# block 1

**Block 1: routing congestion**

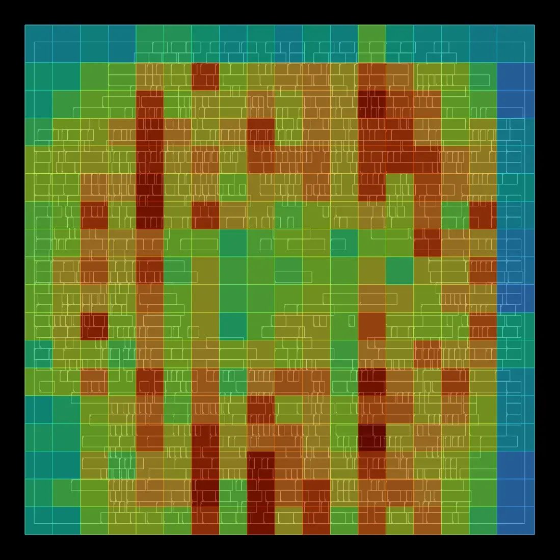

[src/rtl/fetch_stage_pkg.sv]
// Shared fetch-stage definitions: PC-control encodings, fetch FSM states, IF/ID payload.
package fetch_stage_pkg;

    localparam int unsigned XLEN   = 32;
    localparam int unsigned CTRL_W = 2;

    localparam logic [CTRL_W-1:0] PC_NEXT = 2'b00;
    localparam logic [CTRL_W-1:0] PC_HOLD = 2'b01;
    localparam logic [CTRL_W-1:0] PC_JUMP = 2'b10;
    localparam logic [CTRL_W-1:0] PC_JALR = 2'b11;

    // addi x0,x0,0
    localparam logic [XLEN-1:0] NOP_INSR_ENC = 32'h0000_0013;

    typedef enum logic [1:0] {
        ST_IDLE  = 2'b00,
        ST_REQ   = 2'b01,
        ST_WAIT  = 2'b10,
        ST_FLUSH = 2'b11
    } fetch_state_t;

    typedef struct packed {
        logic [XLEN-1:0] pc;
        logic [XLEN-1:0] insr;
        logic            bubble;
    } ifid_t;

    // JALR targets are halfword-aligned by clearing bit 0
    function automatic logic [XLEN-1:0] jalr_align(input logic [XLEN-1:0] target);
        return target & ~XLEN'(1);
    endfunction

endpackage

[src/rtl/fetch_stage_buffer.sv]
// One-entry fetched-instruction buffer with same-cycle response bypass.
module fetch_buffer
    import fetch_stage_pkg::*;
(
    input  logic            clk,
    input  logic            rst,
    input  logic            write,
    input  logic            consume,
    input  logic            clear,
    input  logic            bypass_valid,
    input  logic [XLEN-1:0] rsp_data,
    output logic            buf_valid,
    output logic            avail_c,
    output logic [XLEN-1:0] data_c
);

    logic [XLEN-1:0] buf_data;

    // Capture a response that nobody consumed this cycle; consume/clear empty the entry
    always_ff @(posedge clk or posedge rst) begin
        if (rst) begin
            buf_valid <= 1'b0;
            buf_data  <= '0;
        end else begin
            if (clear || consume) begin
                buf_valid <= 1'b0;
            end else if (write) begin
                buf_valid <= 1'b1;
            end
            if (write) begin
                buf_data <= rsp_data;
            end
        end
    end

    // Buffered data takes priority; otherwise forward the live response
    always_comb begin
        avail_c = buf_valid || bypass_valid;
        data_c  = buf_valid ? buf_data : rsp_data;
    end

endmodule

[src/rtl/fetch_stage.sv]
// PC register, single-outstanding imem fetch engine and IF/ID pipeline register.
module fetch_stage
    import fetch_stage_pkg::*;
#(
    parameter logic [XLEN-1:0] RESET_PC = 32'h0000_0000,
    parameter logic [XLEN-1:0] NOP_INSR = NOP_INSR_ENC
) (
    input  logic              clk,
    input  logic              rst,
    input  logic [CTRL_W-1:0] next_pc_control,
    input  logic              next_nop,
    input  logic [XLEN-1:0]   jump_target,
    input  logic [XLEN-1:0]   jalr_target,
    output logic              imem_req_valid,
    output logic [XLEN-1:0]   imem_req_addr,
    input  logic              imem_req_ready,
    input  logic              imem_rsp_valid,
    input  logic [XLEN-1:0]   imem_rsp_data,
    output logic [XLEN-1:0]   id_pc,
    output logic [XLEN-1:0]   id_insr,
    output logic              id_bubble
);

    fetch_state_t    state_q, state_d;
    logic [XLEN-1:0] pc_q, pc_d;
    ifid_t           ifid_q, ifid_d;
    logic            req_valid_q;

    logic            redirect_c;
    logic            accept_c;
    logic            rsp_in_wait_c;
    logic            take_c;
    logic            buf_write_c;
    logic            buf_valid;
    logic            avail_c;
    logic [XLEN-1:0] instr_c;

    // Decode per-cycle handshake and control events
    always_comb begin
        redirect_c    = next_pc_control[1];
        accept_c      = (state_q == ST_REQ) && imem_req_ready;
        rsp_in_wait_c = (state_q == ST_WAIT) && imem_rsp_valid;
        take_c        = (next_pc_control == PC_NEXT) && avail_c;
        buf_write_c   = rsp_in_wait_c && !take_c && !redirect_c;
    end

    fetch_buffer u_buf (
        .clk          (clk),
        .rst          (rst),
        .write        (buf_write_c),
        .consume      (take_c),
        .clear        (redirect_c),
        .bypass_valid (rsp_in_wait_c),
        .rsp_data     (imem_rsp_data),
        .buf_valid    (buf_valid),
        .avail_c      (avail_c),
        .data_c       (instr_c)
    );

    // Fetch FSM state register; request-valid is registered from the next state
    always_ff @(posedge clk or posedge rst) begin
        if (rst) begin
            state_q     <= ST_IDLE;
            req_valid_q <= 1'b0;
        end else begin
            state_q     <= state_d;
            req_valid_q <= (state_d == ST_REQ);
        end
    end

    // Fetch FSM next state, including redirect handling of in-flight requests
    always_comb begin
        state_d = state_q;
        unique case (state_q)
            ST_IDLE: begin
                if (redirect_c || !buf_valid) begin
                    state_d = ST_REQ;
                end
            end
            ST_REQ: begin
                if (accept_c) begin
                    state_d = redirect_c ? ST_FLUSH : ST_WAIT;
                end
            end
            ST_WAIT: begin
                if (imem_rsp_valid) begin
                    state_d = redirect_c ? ST_REQ : ST_IDLE;
                end else if (redirect_c) begin
                    state_d = ST_FLUSH;
                end
            end
            ST_FLUSH: begin
                if (imem_rsp_valid) begin
                    state_d = ST_REQ;
                end
            end
            default: state_d = ST_IDLE;
        endcase
    end

    // Next PC and IF/ID contents; redirect overrides any available instruction
    always_comb begin
        pc_d   = pc_q;
        ifid_d = ifid_q;
        unique case (next_pc_control)
            PC_NEXT: begin
                ifid_d = '{pc: pc_q, insr: NOP_INSR, bubble: 1'b1};
                if (avail_c) begin
                    pc_d = pc_q + XLEN'(4);
                    if (!next_nop) begin
                        ifid_d = '{pc: pc_q, insr: instr_c, bubble: 1'b0};
                    end
                end
            end
            PC_HOLD: begin
                if (next_nop) begin
                    ifid_d = '{pc: pc_q, insr: NOP_INSR, bubble: 1'b1};
                end
            end
            PC_JUMP: begin
                pc_d   = jump_target;
                ifid_d = '{pc: pc_q, insr: NOP_INSR, bubble: 1'b1};
            end
            PC_JALR: begin
                pc_d   = jalr_align(jalr_target);
                ifid_d = '{pc: pc_q, insr: NOP_INSR, bubble: 1'b1};
            end
            default: begin
                pc_d   = pc_q;
                ifid_d = ifid_q;
            end
        endcase
    end

    // PC and IF/ID pipeline registers
    always_ff @(posedge clk or posedge rst) begin
        if (rst) begin
            pc_q   <= RESET_PC;
            ifid_q <= '{pc: '0, insr: NOP_INSR, bubble: 1'b1};
        end else begin
            pc_q   <= pc_d;
            ifid_q <= ifid_d;
        end
    end

    assign imem_req_valid = req_valid_q;
    assign imem_req_addr  = pc_q;
    assign id_pc          = ifid_q.pc;
    assign id_insr        = ifid_q.insr;
    assign id_bubble      = ifid_q.bubble;

endmodule

[config.mk]
export PLATFORM = sky130hd
export DESIGN_NAME = fetch_stage
export DESIGN_NICKNAME = d
export VERILOG_FILES = /design/src/rtl/fetch_stage_pkg.sv /design/src/rtl/fetch_stage_buffer.sv /design/src/rtl/fetch_stage.sv
export SDC_FILE = /design/constraint.sdc
export NUM_CORES = 1
export LEC_CHECK = 0
export ABC_AREA = 1
export CAP_MARGIN = 20
export CORE_MARGIN = 2
export CORE_UTILIZATION = 46
export CTS_CLUSTER_DIAMETER = 200
export DETAILED_ROUTE_END_ITERATION = 10
export PLACE_DENSITY = 0.88
export RECOVER_POWER = 50
export SLEW_MARGIN = 20
export SYNTH_ARGS = -nofsm -noshare
export SYNTH_HDL_FRONTEND = slang
export SYNTH_HIERARCHICAL = 1
export SYNTH_SLANG_ARGS = --single-unit
[constraint.sdc]
create_clock -name clk -period 4.2 [get_ports clk]
set_input_delay 0.42 -clock clk [delete_from_list [all_inputs] [get_ports clk]]
set_output_delay 0.42 -clock clk [all_outputs]
set_load 0.02 [all_outputs]
# block 2

**src/rtl/alu_pkg.sv**
```systemverilog
// Shared definitions for the pipelined ALU: opcode encodings and the
// request-control bundle that travels through the first pipeline stage.
package alu_pkg;

  localparam logic [2:0] OP_ROL = 3'b000;
  localparam logic [2:0] OP_SLL = 3'b001;
  localparam logic [2:0] OP_SRA = 3'b010;
  localparam logic [2:0] OP_SRL = 3'b011;
  localparam logic [2:0] OP_ADD = 3'b100;
  localparam logic [2:0] OP_AND = 3'b101;
  localparam logic [2:0] OP_OR  = 3'b110;
  localparam logic [2:0] OP_XOR = 3'b111;

  // Control fields of a captured request; the width-dependent operands
  // are held next to it in the stage-1 registers.
  typedef struct packed {
    logic [2:0] oper;
    logic       cin;
    logic       inv_a;
    logic       inv_b;
    logic       sign;
    logic       acc;
  } s1_req_t;

endpackage

```
**src/rtl/alu_core.sv**
```systemverilog
// Purely combinational ALU datapath: operand inversion, the eight
// operations, zero detect and the overflow rule for add.
module alu_core
  import alu_pkg::*;
#(
  parameter int OPERAND_WIDTH = 16,
  parameter int SHAMT_WIDTH   = $clog2(OPERAND_WIDTH)
) (
  input  logic [OPERAND_WIDTH-1:0] a,
  input  logic [OPERAND_WIDTH-1:0] b,
  input  logic                     cin,
  input  logic [2:0]               oper,
  input  logic                     inv_a,
  input  logic                     inv_b,
  input  logic                     sign,
  output logic [OPERAND_WIDTH-1:0] result,
  output logic                     zero,
  output logic                     ofl
);

  localparam logic [SHAMT_WIDTH:0] W_EXT = (SHAMT_WIDTH+1)'(OPERAND_WIDTH);

  logic [OPERAND_WIDTH-1:0] op_a;
  logic [OPERAND_WIDTH-1:0] op_b;
  logic [SHAMT_WIDTH-1:0]   shamt;
  logic [SHAMT_WIDTH:0]     rot_back;
  logic [OPERAND_WIDTH:0]   sum;

  // Select the operation; a rotate by 0 shifts the wrap-around part out
  // entirely (shift by full width gives 0), so A passes unchanged.
  always_comb begin
    op_a     = inv_a ? ~a : a;
    op_b     = inv_b ? ~b : b;
    shamt    = op_b[SHAMT_WIDTH-1:0];
    rot_back = W_EXT - {1'b0, shamt};
    sum      = {1'b0, op_a} + {1'b0, op_b} + {{OPERAND_WIDTH{1'b0}}, cin};
    result   = '0;
    ofl      = 1'b0;
    case (oper)
      OP_ROL: result = (op_a << shamt) | (op_a >> rot_back);
      OP_SLL: result = op_a << shamt;
      OP_SRA: result = $signed(op_a) >>> shamt;
      OP_SRL: result = op_a >> shamt;
      OP_ADD: begin
        result = sum[OPERAND_WIDTH-1:0];
        if (sign)
          ofl = (op_a[OPERAND_WIDTH-1] == op_b[OPERAND_WIDTH-1]) &&
                (sum[OPERAND_WIDTH-1] != op_a[OPERAND_WIDTH-1]);
        else
          ofl = sum[OPERAND_WIDTH];
      end
      OP_AND: result = op_a & op_b;
      OP_OR:  result = op_a | op_b;
      OP_XOR: result = op_a ^ op_b;
      default: result = '0;
    endcase
    zero = (result == '0);
  end

endmodule

```
**src/rtl/alu_pipe.sv**
```systemverilog
// Two-stage valid/ready ALU pipeline. S1 captures the request, the
// compute happens on the S1->S2 transfer, S2 presents the result.
// Also keeps the accumulator (last result) and a sticky overflow flag.
module alu_pipe
  import alu_pkg::*;
#(
  parameter int OPERAND_WIDTH  = 16,
  parameter int NUM_OPERATIONS = 3,
  parameter int SHAMT_WIDTH    = $clog2(OPERAND_WIDTH)
) (
  input  logic                      clk,
  input  logic                      rst,
  input  logic                      in_valid,
  output logic                      in_ready,
  input  logic [OPERAND_WIDTH-1:0]  InA,
  input  logic [OPERAND_WIDTH-1:0]  InB,
  input  logic                      Cin,
  input  logic [NUM_OPERATIONS-1:0] Oper,
  input  logic                      invA,
  input  logic                      invB,
  input  logic                      sign,
  input  logic                      acc,
  output logic                      out_valid,
  input  logic                      out_ready,
  output logic [OPERAND_WIDTH-1:0]  Out,
  output logic                      Zero,
  output logic                      Ofl,
  output logic                      ofl_sticky,
  input  logic                      clr_ofl
);

  // Handshake: a transfer happens on a rising edge where valid & ready are
  // both high. Once valid is raised the payload is held until that edge.
  // in_ready depends only on pipeline state and out_ready, never on in_valid.

  logic                     s1_valid;
  logic [OPERAND_WIDTH-1:0] s1_a;
  logic [OPERAND_WIDTH-1:0] s1_b;
  s1_req_t                  s1_req;
  logic                     s2_valid;
  logic [OPERAND_WIDTH-1:0] acc_q;
  logic                     s1_adv;
  logic                     s2_adv;
  logic [OPERAND_WIDTH-1:0] core_a;
  logic [OPERAND_WIDTH-1:0] core_res;
  logic                     core_zero;
  logic                     core_ofl;

  // Stage advance conditions and operand-A source selection
  always_comb begin
    s2_adv   = !s2_valid || out_ready;
    s1_adv   = s1_valid && s2_adv;
    in_ready = !s1_valid || s2_adv;
    core_a   = s1_req.acc ? acc_q : s1_a;
  end

  assign out_valid = s2_valid;

  alu_core #(
    .OPERAND_WIDTH (OPERAND_WIDTH),
    .SHAMT_WIDTH   (SHAMT_WIDTH)
  ) u_core (
    .a      (core_a),
    .b      (s1_b),
    .cin    (s1_req.cin),
    .oper   (s1_req.oper),
    .inv_a  (s1_req.inv_a),
    .inv_b  (s1_req.inv_b),
    .sign   (s1_req.sign),
    .result (core_res),
    .zero   (core_zero),
    .ofl    (core_ofl)
  );

  // Stage 1: capture an accepted request, empty when it moves on
  always_ff @(posedge clk or negedge rst) begin
    if (!rst) begin
      s1_valid <= 1'b0;
      s1_a     <= '0;
      s1_b     <= '0;
      s1_req   <= '0;
    end else if (in_valid && in_ready) begin
      s1_valid <= 1'b1;
      s1_a     <= InA;
      s1_b     <= InB;
      s1_req   <= '{oper: Oper, cin: Cin, inv_a: invA, inv_b: invB,
                    sign: sign, acc: acc};
    end else if (s1_adv) begin
      s1_valid <= 1'b0;
    end
  end

  // Stage 2: load the computed result, hold it while stalled
  always_ff @(posedge clk or negedge rst) begin
    if (!rst) begin
      s2_valid <= 1'b0;
      Out      <= '0;
      Zero     <= 1'b0;
      Ofl      <= 1'b0;
    end else if (s1_adv) begin
      s2_valid <= 1'b1;
      Out      <= core_res;
      Zero     <= core_zero;
      Ofl      <= core_ofl;
    end else if (out_ready) begin
      s2_valid <= 1'b0;
    end
  end

  // Accumulator follows every result so back-to-back acc ops chain
  always_ff @(posedge clk or negedge rst) begin
    if (!rst)        acc_q <= '0;
    else if (s1_adv) acc_q <= core_res;
  end

  // Sticky overflow; a new overflow beats a simultaneous clear
  always_ff @(posedge clk or negedge rst) begin
    if (!rst)                     ofl_sticky <= 1'b0;
    else if (s1_adv && core_ofl)  ofl_sticky <= 1'b1;
    else if (clr_ofl)             ofl_sticky <= 1'b0;
  end

endmodule

```
**config.mk**
```make
export PLATFORM = sky130hd
export DESIGN_NAME = alu_pipe
export DESIGN_NICKNAME = d
export VERILOG_FILES = /design/src/rtl/alu_pkg.sv /design/src/rtl/alu_core.sv /design/src/rtl/alu_pipe.sv
export SDC_FILE = /design/constraint.sdc
export NUM_CORES = 1
export LEC_CHECK = 0
export ABC_AREA = 0
export ABC_CLOCK_PERIOD_IN_PS = 4500
export CORE_ASPECT_RATIO = 1.2
export CORE_MARGIN = 2
export CORE_UTILIZATION = 50
export CTS_CLUSTER_DIAMETER = 60
export DETAILED_ROUTE_END_ITERATION = 6
export PLACE_DENSITY = 0.71
export SLEW_MARGIN = 0
export SYNTH_ARGS = -nofsm -noshare
export SYNTH_HDL_FRONTEND = slang
export SYNTH_SLANG_ARGS = --single-unit
```
**constraint.sdc**
```tcl
create_clock -name clk -period 4.5 [get_ports clk]
set_input_delay 1.125 -clock clk [delete_from_list [all_inputs] [get_ports clk]]
set_output_delay 1.125 -clock clk [all_outputs]
set_load 0.05 [all_outputs]
```
# block 3

--- src/rtl/smart_house_pkg.sv ---
// Shared definitions for the smart-house climate path: sequencer state
// encoding and the temperature word width.
package smart_house_pkg;

    localparam int TEMP_W = 32;

    typedef enum logic [1:0] {
        IDLE = 2'd0,
        COOL = 2'd1,
        HEAT = 2'd2,
        REST = 2'd3
    } hvac_state_e;

endpackage

--- src/rtl/hvac_timer.sv ---
// Clearable saturating up-counter; done is high once the count has reached MAX.
module hvac_timer #(
    parameter int MAX = 8,
    parameter int CW  = (MAX < 1) ? 1 : $clog2(MAX + 1)
) (
    input  logic          clock,
    input  logic          reset,
    input  logic          clear,
    output logic [CW-1:0] count,
    output logic          done
);

    always_ff @(posedge clock or negedge reset) begin
        if (!reset) begin
            count <= '0;
        end else if (clear) begin
            count <= '0;
        end else if (count != CW'(MAX)) begin
            count <= count + 1'b1;
        end
    end

    assign done = (count == CW'(MAX));

endmodule

--- src/rtl/hvac_sequencer.sv ---
// Cooler/heater sequencer with hysteresis, minimum run time and a rest gap
// between runs. Define HVAC_FAN_OVERRUN_EN to add the fan output with overrun.
module hvac_sequencer
    import smart_house_pkg::*;
#(
    parameter int HYST       = 2,
    parameter int MIN_RUN    = 8,
`ifdef HVAC_FAN_OVERRUN_EN
    parameter int FAN_CYCLES = 6,
`endif
    parameter int MIN_OFF    = 4
) (
    input  logic              clock,
    input  logic              reset,
    input  logic              enable,
    input  logic              sample_valid,
    input  logic [TEMP_W-1:0] temp_cur,
    input  logic [TEMP_W-1:0] temp_req,
    output logic              cooler,
    output logic              heater,
    output logic              busy,
`ifdef HVAC_FAN_OVERRUN_EN
    output logic              fan,
`endif
    output logic [1:0]        state_o
);

    localparam int TCW       = (MIN_RUN < 1) ? 1 : $clog2(MIN_RUN + 1);
    // Rest is counted on the run timer, so it may last at most MIN_RUN+1 cycles.
    localparam int REST_LAST = (MIN_OFF > 0) ? MIN_OFF - 1 : 0;

    localparam logic signed [TEMP_W:0] HYST_POS = (TEMP_W + 1)'(HYST);
    localparam logic signed [TEMP_W:0] HYST_NEG = -HYST_POS;

    hvac_state_e          state, state_n;
    logic signed [TEMP_W:0] diff;
    logic [TCW-1:0]       tmr_count;
    logic                 run_done;
    logic                 rest_done;
    logic                 tmr_clear;

    // One extra bit of headroom keeps the difference exact for any inputs.
    assign diff = $signed({temp_cur[TEMP_W-1], temp_cur})
                - $signed({temp_req[TEMP_W-1], temp_req});

    always_ff @(posedge clock or negedge reset) begin
        if (!reset) begin
            state <= IDLE;
        end else begin
            state <= state_n;
        end
    end

    always_comb begin
        state_n = state;
        case (state)
            IDLE: begin
                if (enable && sample_valid) begin
                    if (diff > HYST_POS) begin
                        state_n = COOL;
                    end else if (diff < HYST_NEG) begin
                        state_n = HEAT;
                    end
                end
            end
            COOL: begin
                if (!enable || (sample_valid && run_done && diff <= 0)) begin
                    state_n = REST;
                end
            end
            HEAT: begin
                if (!enable || (sample_valid && run_done && diff >= 0)) begin
                    state_n = REST;
                end
            end
            REST: begin
                if (rest_done) begin
                    state_n = IDLE;
                end
            end
            default: state_n = IDLE;
        endcase
    end

    // Any state change restarts the shared run/rest timer.
    assign tmr_clear = (state_n != state);
    assign rest_done = (tmr_count >= TCW'(REST_LAST));

    hvac_timer #(.MAX(MIN_RUN), .CW(TCW)) u_run_timer (
        .clock (clock),
        .reset (reset),
        .clear (tmr_clear),
        .count (tmr_count),
        .done  (run_done)
    );

    assign cooler  = (state == COOL);
    assign heater  = (state == HEAT);
    assign busy    = (state != IDLE);
    assign state_o = state;

`ifdef HVAC_FAN_OVERRUN_EN
    localparam int FCW = (FAN_CYCLES < 1) ? 1 : $clog2(FAN_CYCLES + 1);

    logic           running;
    logic           fan_armed;
    logic           fan_done;
    logic [FCW-1:0] fan_count;

    assign running = (state == COOL) || (state == HEAT);

    // The fan timer is held at zero during a run, so overrun restarts on re-entry.
    hvac_timer #(.MAX(FAN_CYCLES), .CW(FCW)) u_fan_timer (
        .clock (clock),
        .reset (reset),
        .clear (running),
        .count (fan_count),
        .done  (fan_done)
    );

    always_ff @(posedge clock or negedge reset) begin
        if (!reset) begin
            fan_armed <= 1'b0;
        end else if (running) begin
            fan_armed <= 1'b1;
        end else if (fan_done) begin
            fan_armed <= 1'b0;
        end
    end

    assign fan = running || (fan_armed && !fan_done);
`endif

endmodule

--- config.mk ---
export PLATFORM = sky130hd
export DESIGN_NAME = hvac_sequencer
export DESIGN_NICKNAME = d
export VERILOG_FILES = /design/src/rtl/smart_house_pkg.sv /design/src/rtl/hvac_timer.sv /design/src/rtl/hvac_sequencer.sv
export SDC_FILE = /design/constraint.sdc
export NUM_CORES = 1
export LEC_CHECK = 0
export CAP_MARGIN = 25
export CORE_AREA = 2 2 76 78
export DETAILED_ROUTE_END_ITERATION = 6
export DIE_AREA = 0 0 78 80
export PLACE_DENSITY_LB_ADDON = 0.12
export SYNTH_ARGS = -nofsm -noshare
export SYNTH_HDL_FRONTEND = slang
export SYNTH_HIERARCHICAL = 1
export SYNTH_SLANG_ARGS = --single-unit
--- constraint.sdc ---
create_clock -name clock -period 7.4 [get_ports clock]
set_input_delay 1.48 -clock clock [delete_from_list [all_inputs] [get_ports clock]]
set_output_delay 1.48 -clock clock [all_outputs]
set_load 0.05 [all_outputs]
**Block 1: signal wires on met3**

(4 px per um) Cells faint in the background.
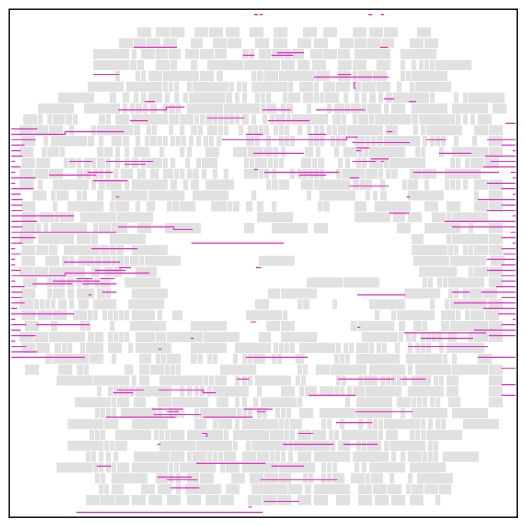
- share of all routed wire: 6.6%
- main direction: horizontal
- longest straight run: 46.2 um
- wire length on this layer: 1290 um
- nets with wire on the layer: 145
M3 GR Usage: 5.61%
routed vias: 6494
final wirelength: 19.6 mm

Notes on 'routing congestion' of block 1 above:
Total GRT Usage: 24.7%
routing usage on met1: 33.7%
most used routing layer: met2
global routing usage on met2: 37.9%

==> flow_summary.ini, block 1 <==
; flow metrics
[critical_path]
setup.worst_path.end_class = register
worstPathMaxFanout = 36

[detailed_routing]
highest_layer = met4

[clock_tree]
cts_setup_buffers = 0
cts_buffers = 17
cts_hold_repair.buffers = 0

[run_status]
violations = max-capacitance violations, max-slew violations
status = finished, violations left

[synth]
synthCells = 866
synth_top_flop_cell = dfrtp_1

[placement]
gp_congestion = 0.894

[floorplan]
core_area_um2 = 14600

[finish]
postLayoutCoreUtil_pct = 64.1
fillers = 1176

[flow_run]
cap_violations = 3

[timing]
drv_slew = 118
## block 1: power by group
group	internal, mW	switching, mW	total (mW)
sequential	1.52	0.196	1.71
combinational	0.396	0.489	0.885
clock	0.899	0.561	1.46
total	2.81	1.25	4.06
## block 1: state kept, by name (all words and copies together), names as in the netlist
| name | count |
|---|---|
| id_insr | 32 |
| id_pc | 32 |
| imem_req_addr | 32 |
| u_buf/buf_data | 32 |
| state_q | 2 |
| id_bubble | 1 |
| imem_req_valid | 1 |
| u_buf/buf_valid | 1 |
## block 1: cell families after synthesis
group | Yosys count | synth area share (%)
xor gates and xnor gates | 6 | 0.868
AOI/OAI and AO/OA | 111 | 11.4
adders and majority gates | 1 | 0.181
DFF | 133 | 48.2
buffers and inverters | 115 | 9.53
and+or+nand+nor | 500 | 29.8
## block 1: layout make-up
class / count / area [um2] / share of cell area (%)
flip-flops and latches: 133 / 3330 / 35.7
multi-input cells: 618 / 2940 / 31.5
repair buffers: 210 / 2090 / 22.4
clock buffers: 19 / 453 / 4.85
well taps: 184 / 230 / 2.46
inverters: 42 / 164 / 1.75
clock inverters: 13 / 131 / 1.41
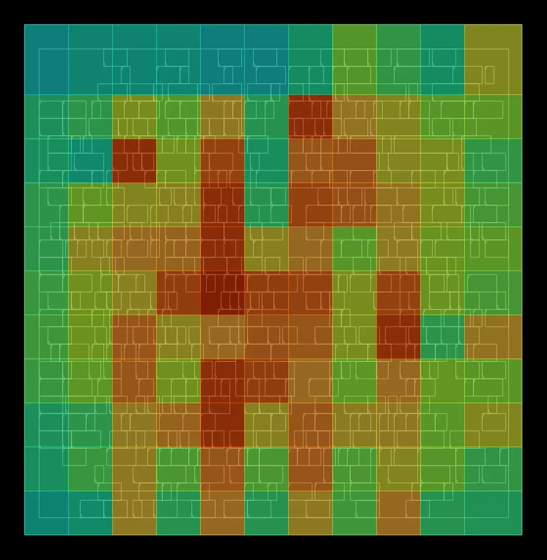
**Above:** block 3 (routing congestion).
Total GRT Usage: 24.3%
DR WL/cell: 13.9 um
routing usage on met1: 29.5%

==> flow_summary.ini, block 3 <==
; flow metrics
[clock_tree]
path_clk_slew_ns = 0.04
h-tree-depth = 1

[timing]
holdWs_ns = 0.611

[synth]
synthDistinctLibCells = 66
top_area_cell = ha_1
synth.most_common_cell = inv_1

[critical_path]
cp-startpoint = temp_cur[0]

[run_status]
status = complete, no violations

[power]
vdd_drop_max_mv = 0.114
p_per_area_nw_per_um2 = 141

[placement]
post-place-ws_ns = 1.77

[floorplan]
die_w_um = 78

[hold_path]
holdPathStages = 2

[finish]
buffer_area_share_pct = 19.6

[detailed_routing]
via_per_inst = 5.94
[block 3: metal layers]
| layer | vias to the layer above | track usage, % | part of all wire (%) |
|---|---|---|---|
| li1 | 1681 | - | - |
| met1 | 1533 | 29.5 | 46 |
| met2 | 84 | 46.3 | 49 |
| met3 | 10 | 1.70 | 4.1 |
| met4 | 0 | 5.61 | 1.1 |
| met5 | - | 0 | 0 |
[block 3: flip-flops by register name, indices dropped and copies added (netlist names)]
name / cells
state_o: 2
u_run_timer/count: 4
[block 3: power by group through the flow]
stage	registers [mW]	clock network [mW]	logic, mW
CTS	0.0682	0.0491	0.396
detailed placement	0.0681	0	0.394
floorplan	0.0797	0	0.270
global placement	0.0677	0	0.388
global route	0.0709	0.0513	0.439
finish	0.0685	0.0477	0.401
[block 3: metrics by stage]
stage | utilization, % | cells
2_1_floorplan | - | 426
3_3_place_gp | 67.3 | 554
3_5_place_dp | 67.3 | 554
4_1_cts | 68.1 | 557
5_1_grt | 68.1 | 557
6_report | 68.1 | 557
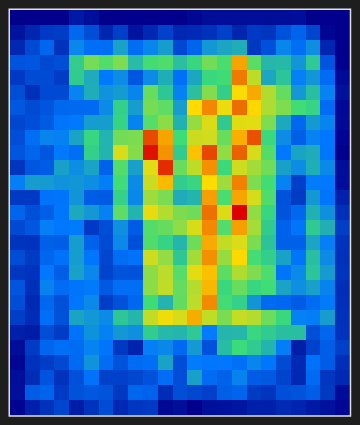
**Above:** block 2 (wiring heat map).
(3 px per um) The die is cut into 23 by 27 equal tiles; dark blue is low, red is high, scaled to the fullest tile. Values are wire area over tile area, all layers added.
- tiles over half the peak: 22%
- fullest tile: 1.0
- nearly empty tiles: 4.2%
- densest ninth of the die: middle
- mean over tiles: 0.34
- emptiest ninth of the die: bottom left
Total GRT Usage: 38.7%
DR WL/cell: 26.4 um
final wirelength: 29.5 mm

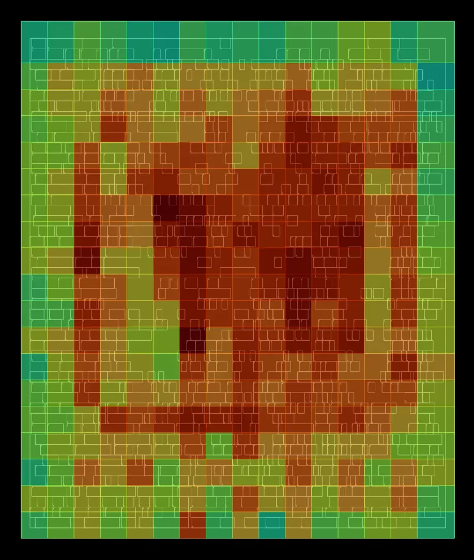
**Above:** block 2 (routing congestion).
routing usage on met1: 49.3%
M3 GR Usage: 9.69%

==> flow_summary.ini, block 2 <==
; flow metrics
[critical_path]
setup.worst_path.end_class = register
worstPathMaxFanout = 6
required_ns = 4.78

[detailed_routing]
dr.pass1.iters = 6
via_count = 7754
met2_length_mm = 13.3
via_per_inst = 6.92
route.met3.wl_mm = 3.15

[timing]
drv_slew = 0

[synth]
synthDistinctLibCells = 82
synth_top_flop_cell = dfrtp_1
top_cell_area_share_pct = 21.3

[floorplan]
top_level_ports = 66
chipArea_um2 = 15300

[clock_tree]
cts_tree = done

[global_routing]
grt_pass1_wl_mm = 44.2
grt_overflow = 0

[run_status]
status = complete, no violations

[hold_path]
holdPathStages = 1
[block 2: Yosys cell counts, types with 7 or more instances]
cell and number:
buf_1 8, nand2_1 89, a31oi_1 18, inv_2 7
mux2i_1 30, clkbuf_1 34, xor2_1 14, nor2b_1 10
nand3_1 17, a22o_1 7, o21ai_0 48, nor2_1 52
o211ai_1 14, a21oi_1 46, xnor2_1 23, ha_1 33
mux4_2 13, inv_1 37, dfrtp_1 61, a221oi_1 14
nand2b_1 14, mux2_2 50, a22oi_1 20, buf_2 7
o22ai_1 24, a211oi_1 17, nor3_1 23
[block 2: power by group through the flow]
stage / clock network, mW / registers (mW) / logic (mW)
CTS: 0.678 / 0.811 / 4.67
finish: 0.665 / 0.816 / 4.90
detailed placement: 0 / 0.817 / 4.64
global route: 0.701 / 0.831 / 5.12
global placement: 0 / 0.817 / 4.64
floorplan: 0 / 1.01 / 2.85
[block 2: cells by family after synthesis]
logic type	after synthesis	synth area share, %
compound gates	277	26.4
simple gates	242	15.8
buf+inv	106	6.62
mux	97	17.3
flops	61	21.3
xor+xnor	43	6.21
fa+ha+maj	35	6.33

==> gallery <==
M2 wires.
Plate I
(4 px per um) Cells faint in the background.
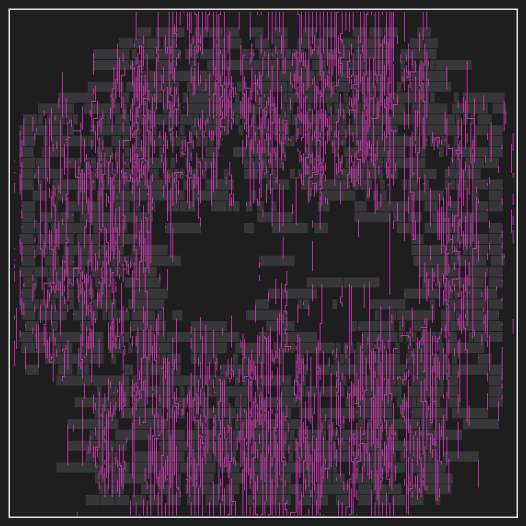
Plate II
(3 px per um) Cells faint in the background.
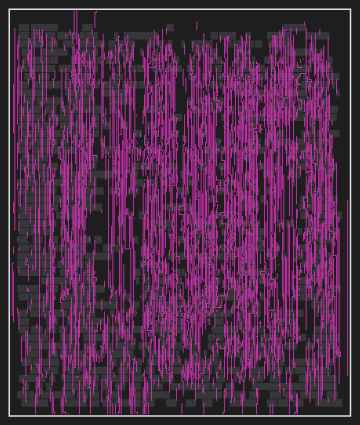
Plate III
(6 px per um) Cells faint in the background.
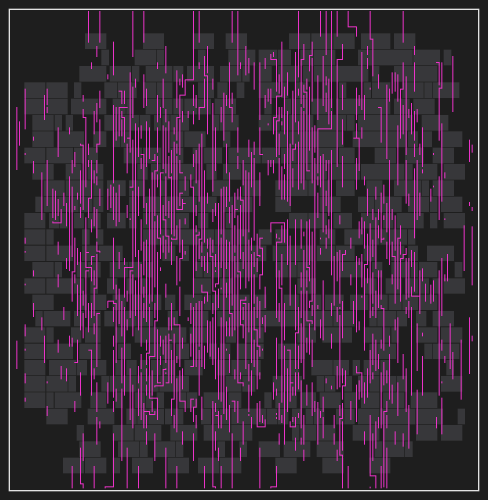
For block 2, see Plate II.
For block 1, see Plate I.
For block 3, see Plate III.
Of these, smallest die: Plate III



==> screenshots <==
I/O pins on the die edge.
image #1
(6 px per um) Pins as bars across the die edge, other pins in gray.
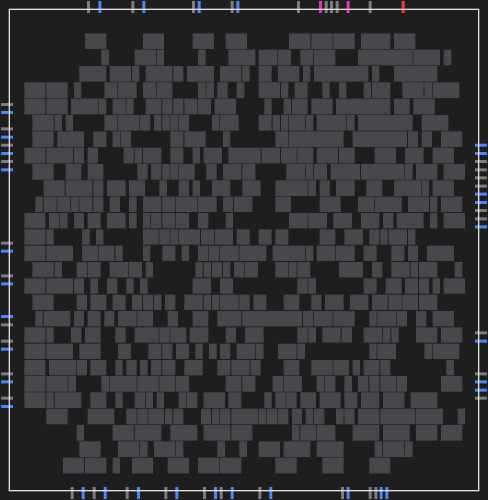
image #2
(4 px per um) Pins as bars across the die edge, other pins in gray.
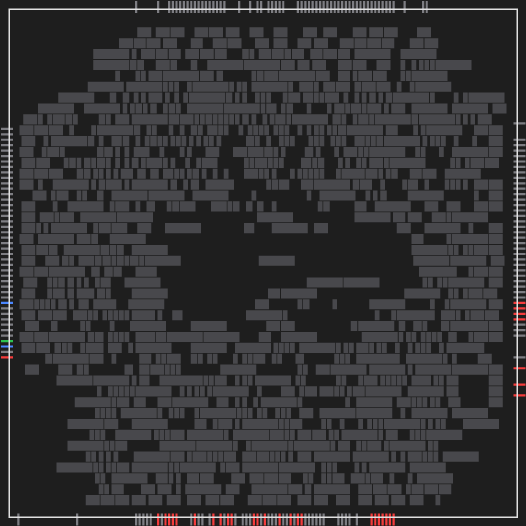
image #3
(3 px per um) Pins as bars across the die edge, other pins in gray.
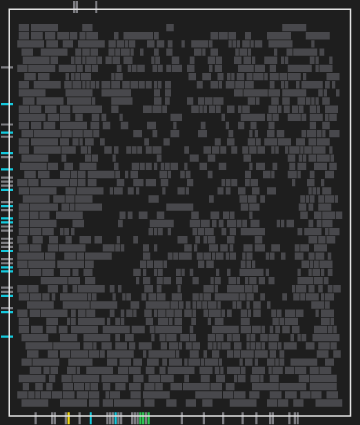
Block 1 is image #2.
Block 3 is image #1.
Block 2 is image #3.
The one with the smallest die is image #1.
The one with the most pins is image #2.

Key to image #2:
- imem_req_valid: green (pins 1; direction output; edge left)
- id_insr: red (pins 32; direction output; edge 24 bottom, 7 right, 1 left)
- next_pc_control: blue (pins 2; direction input; edge left)

Power is estimated from default activity; no workload was simulated.
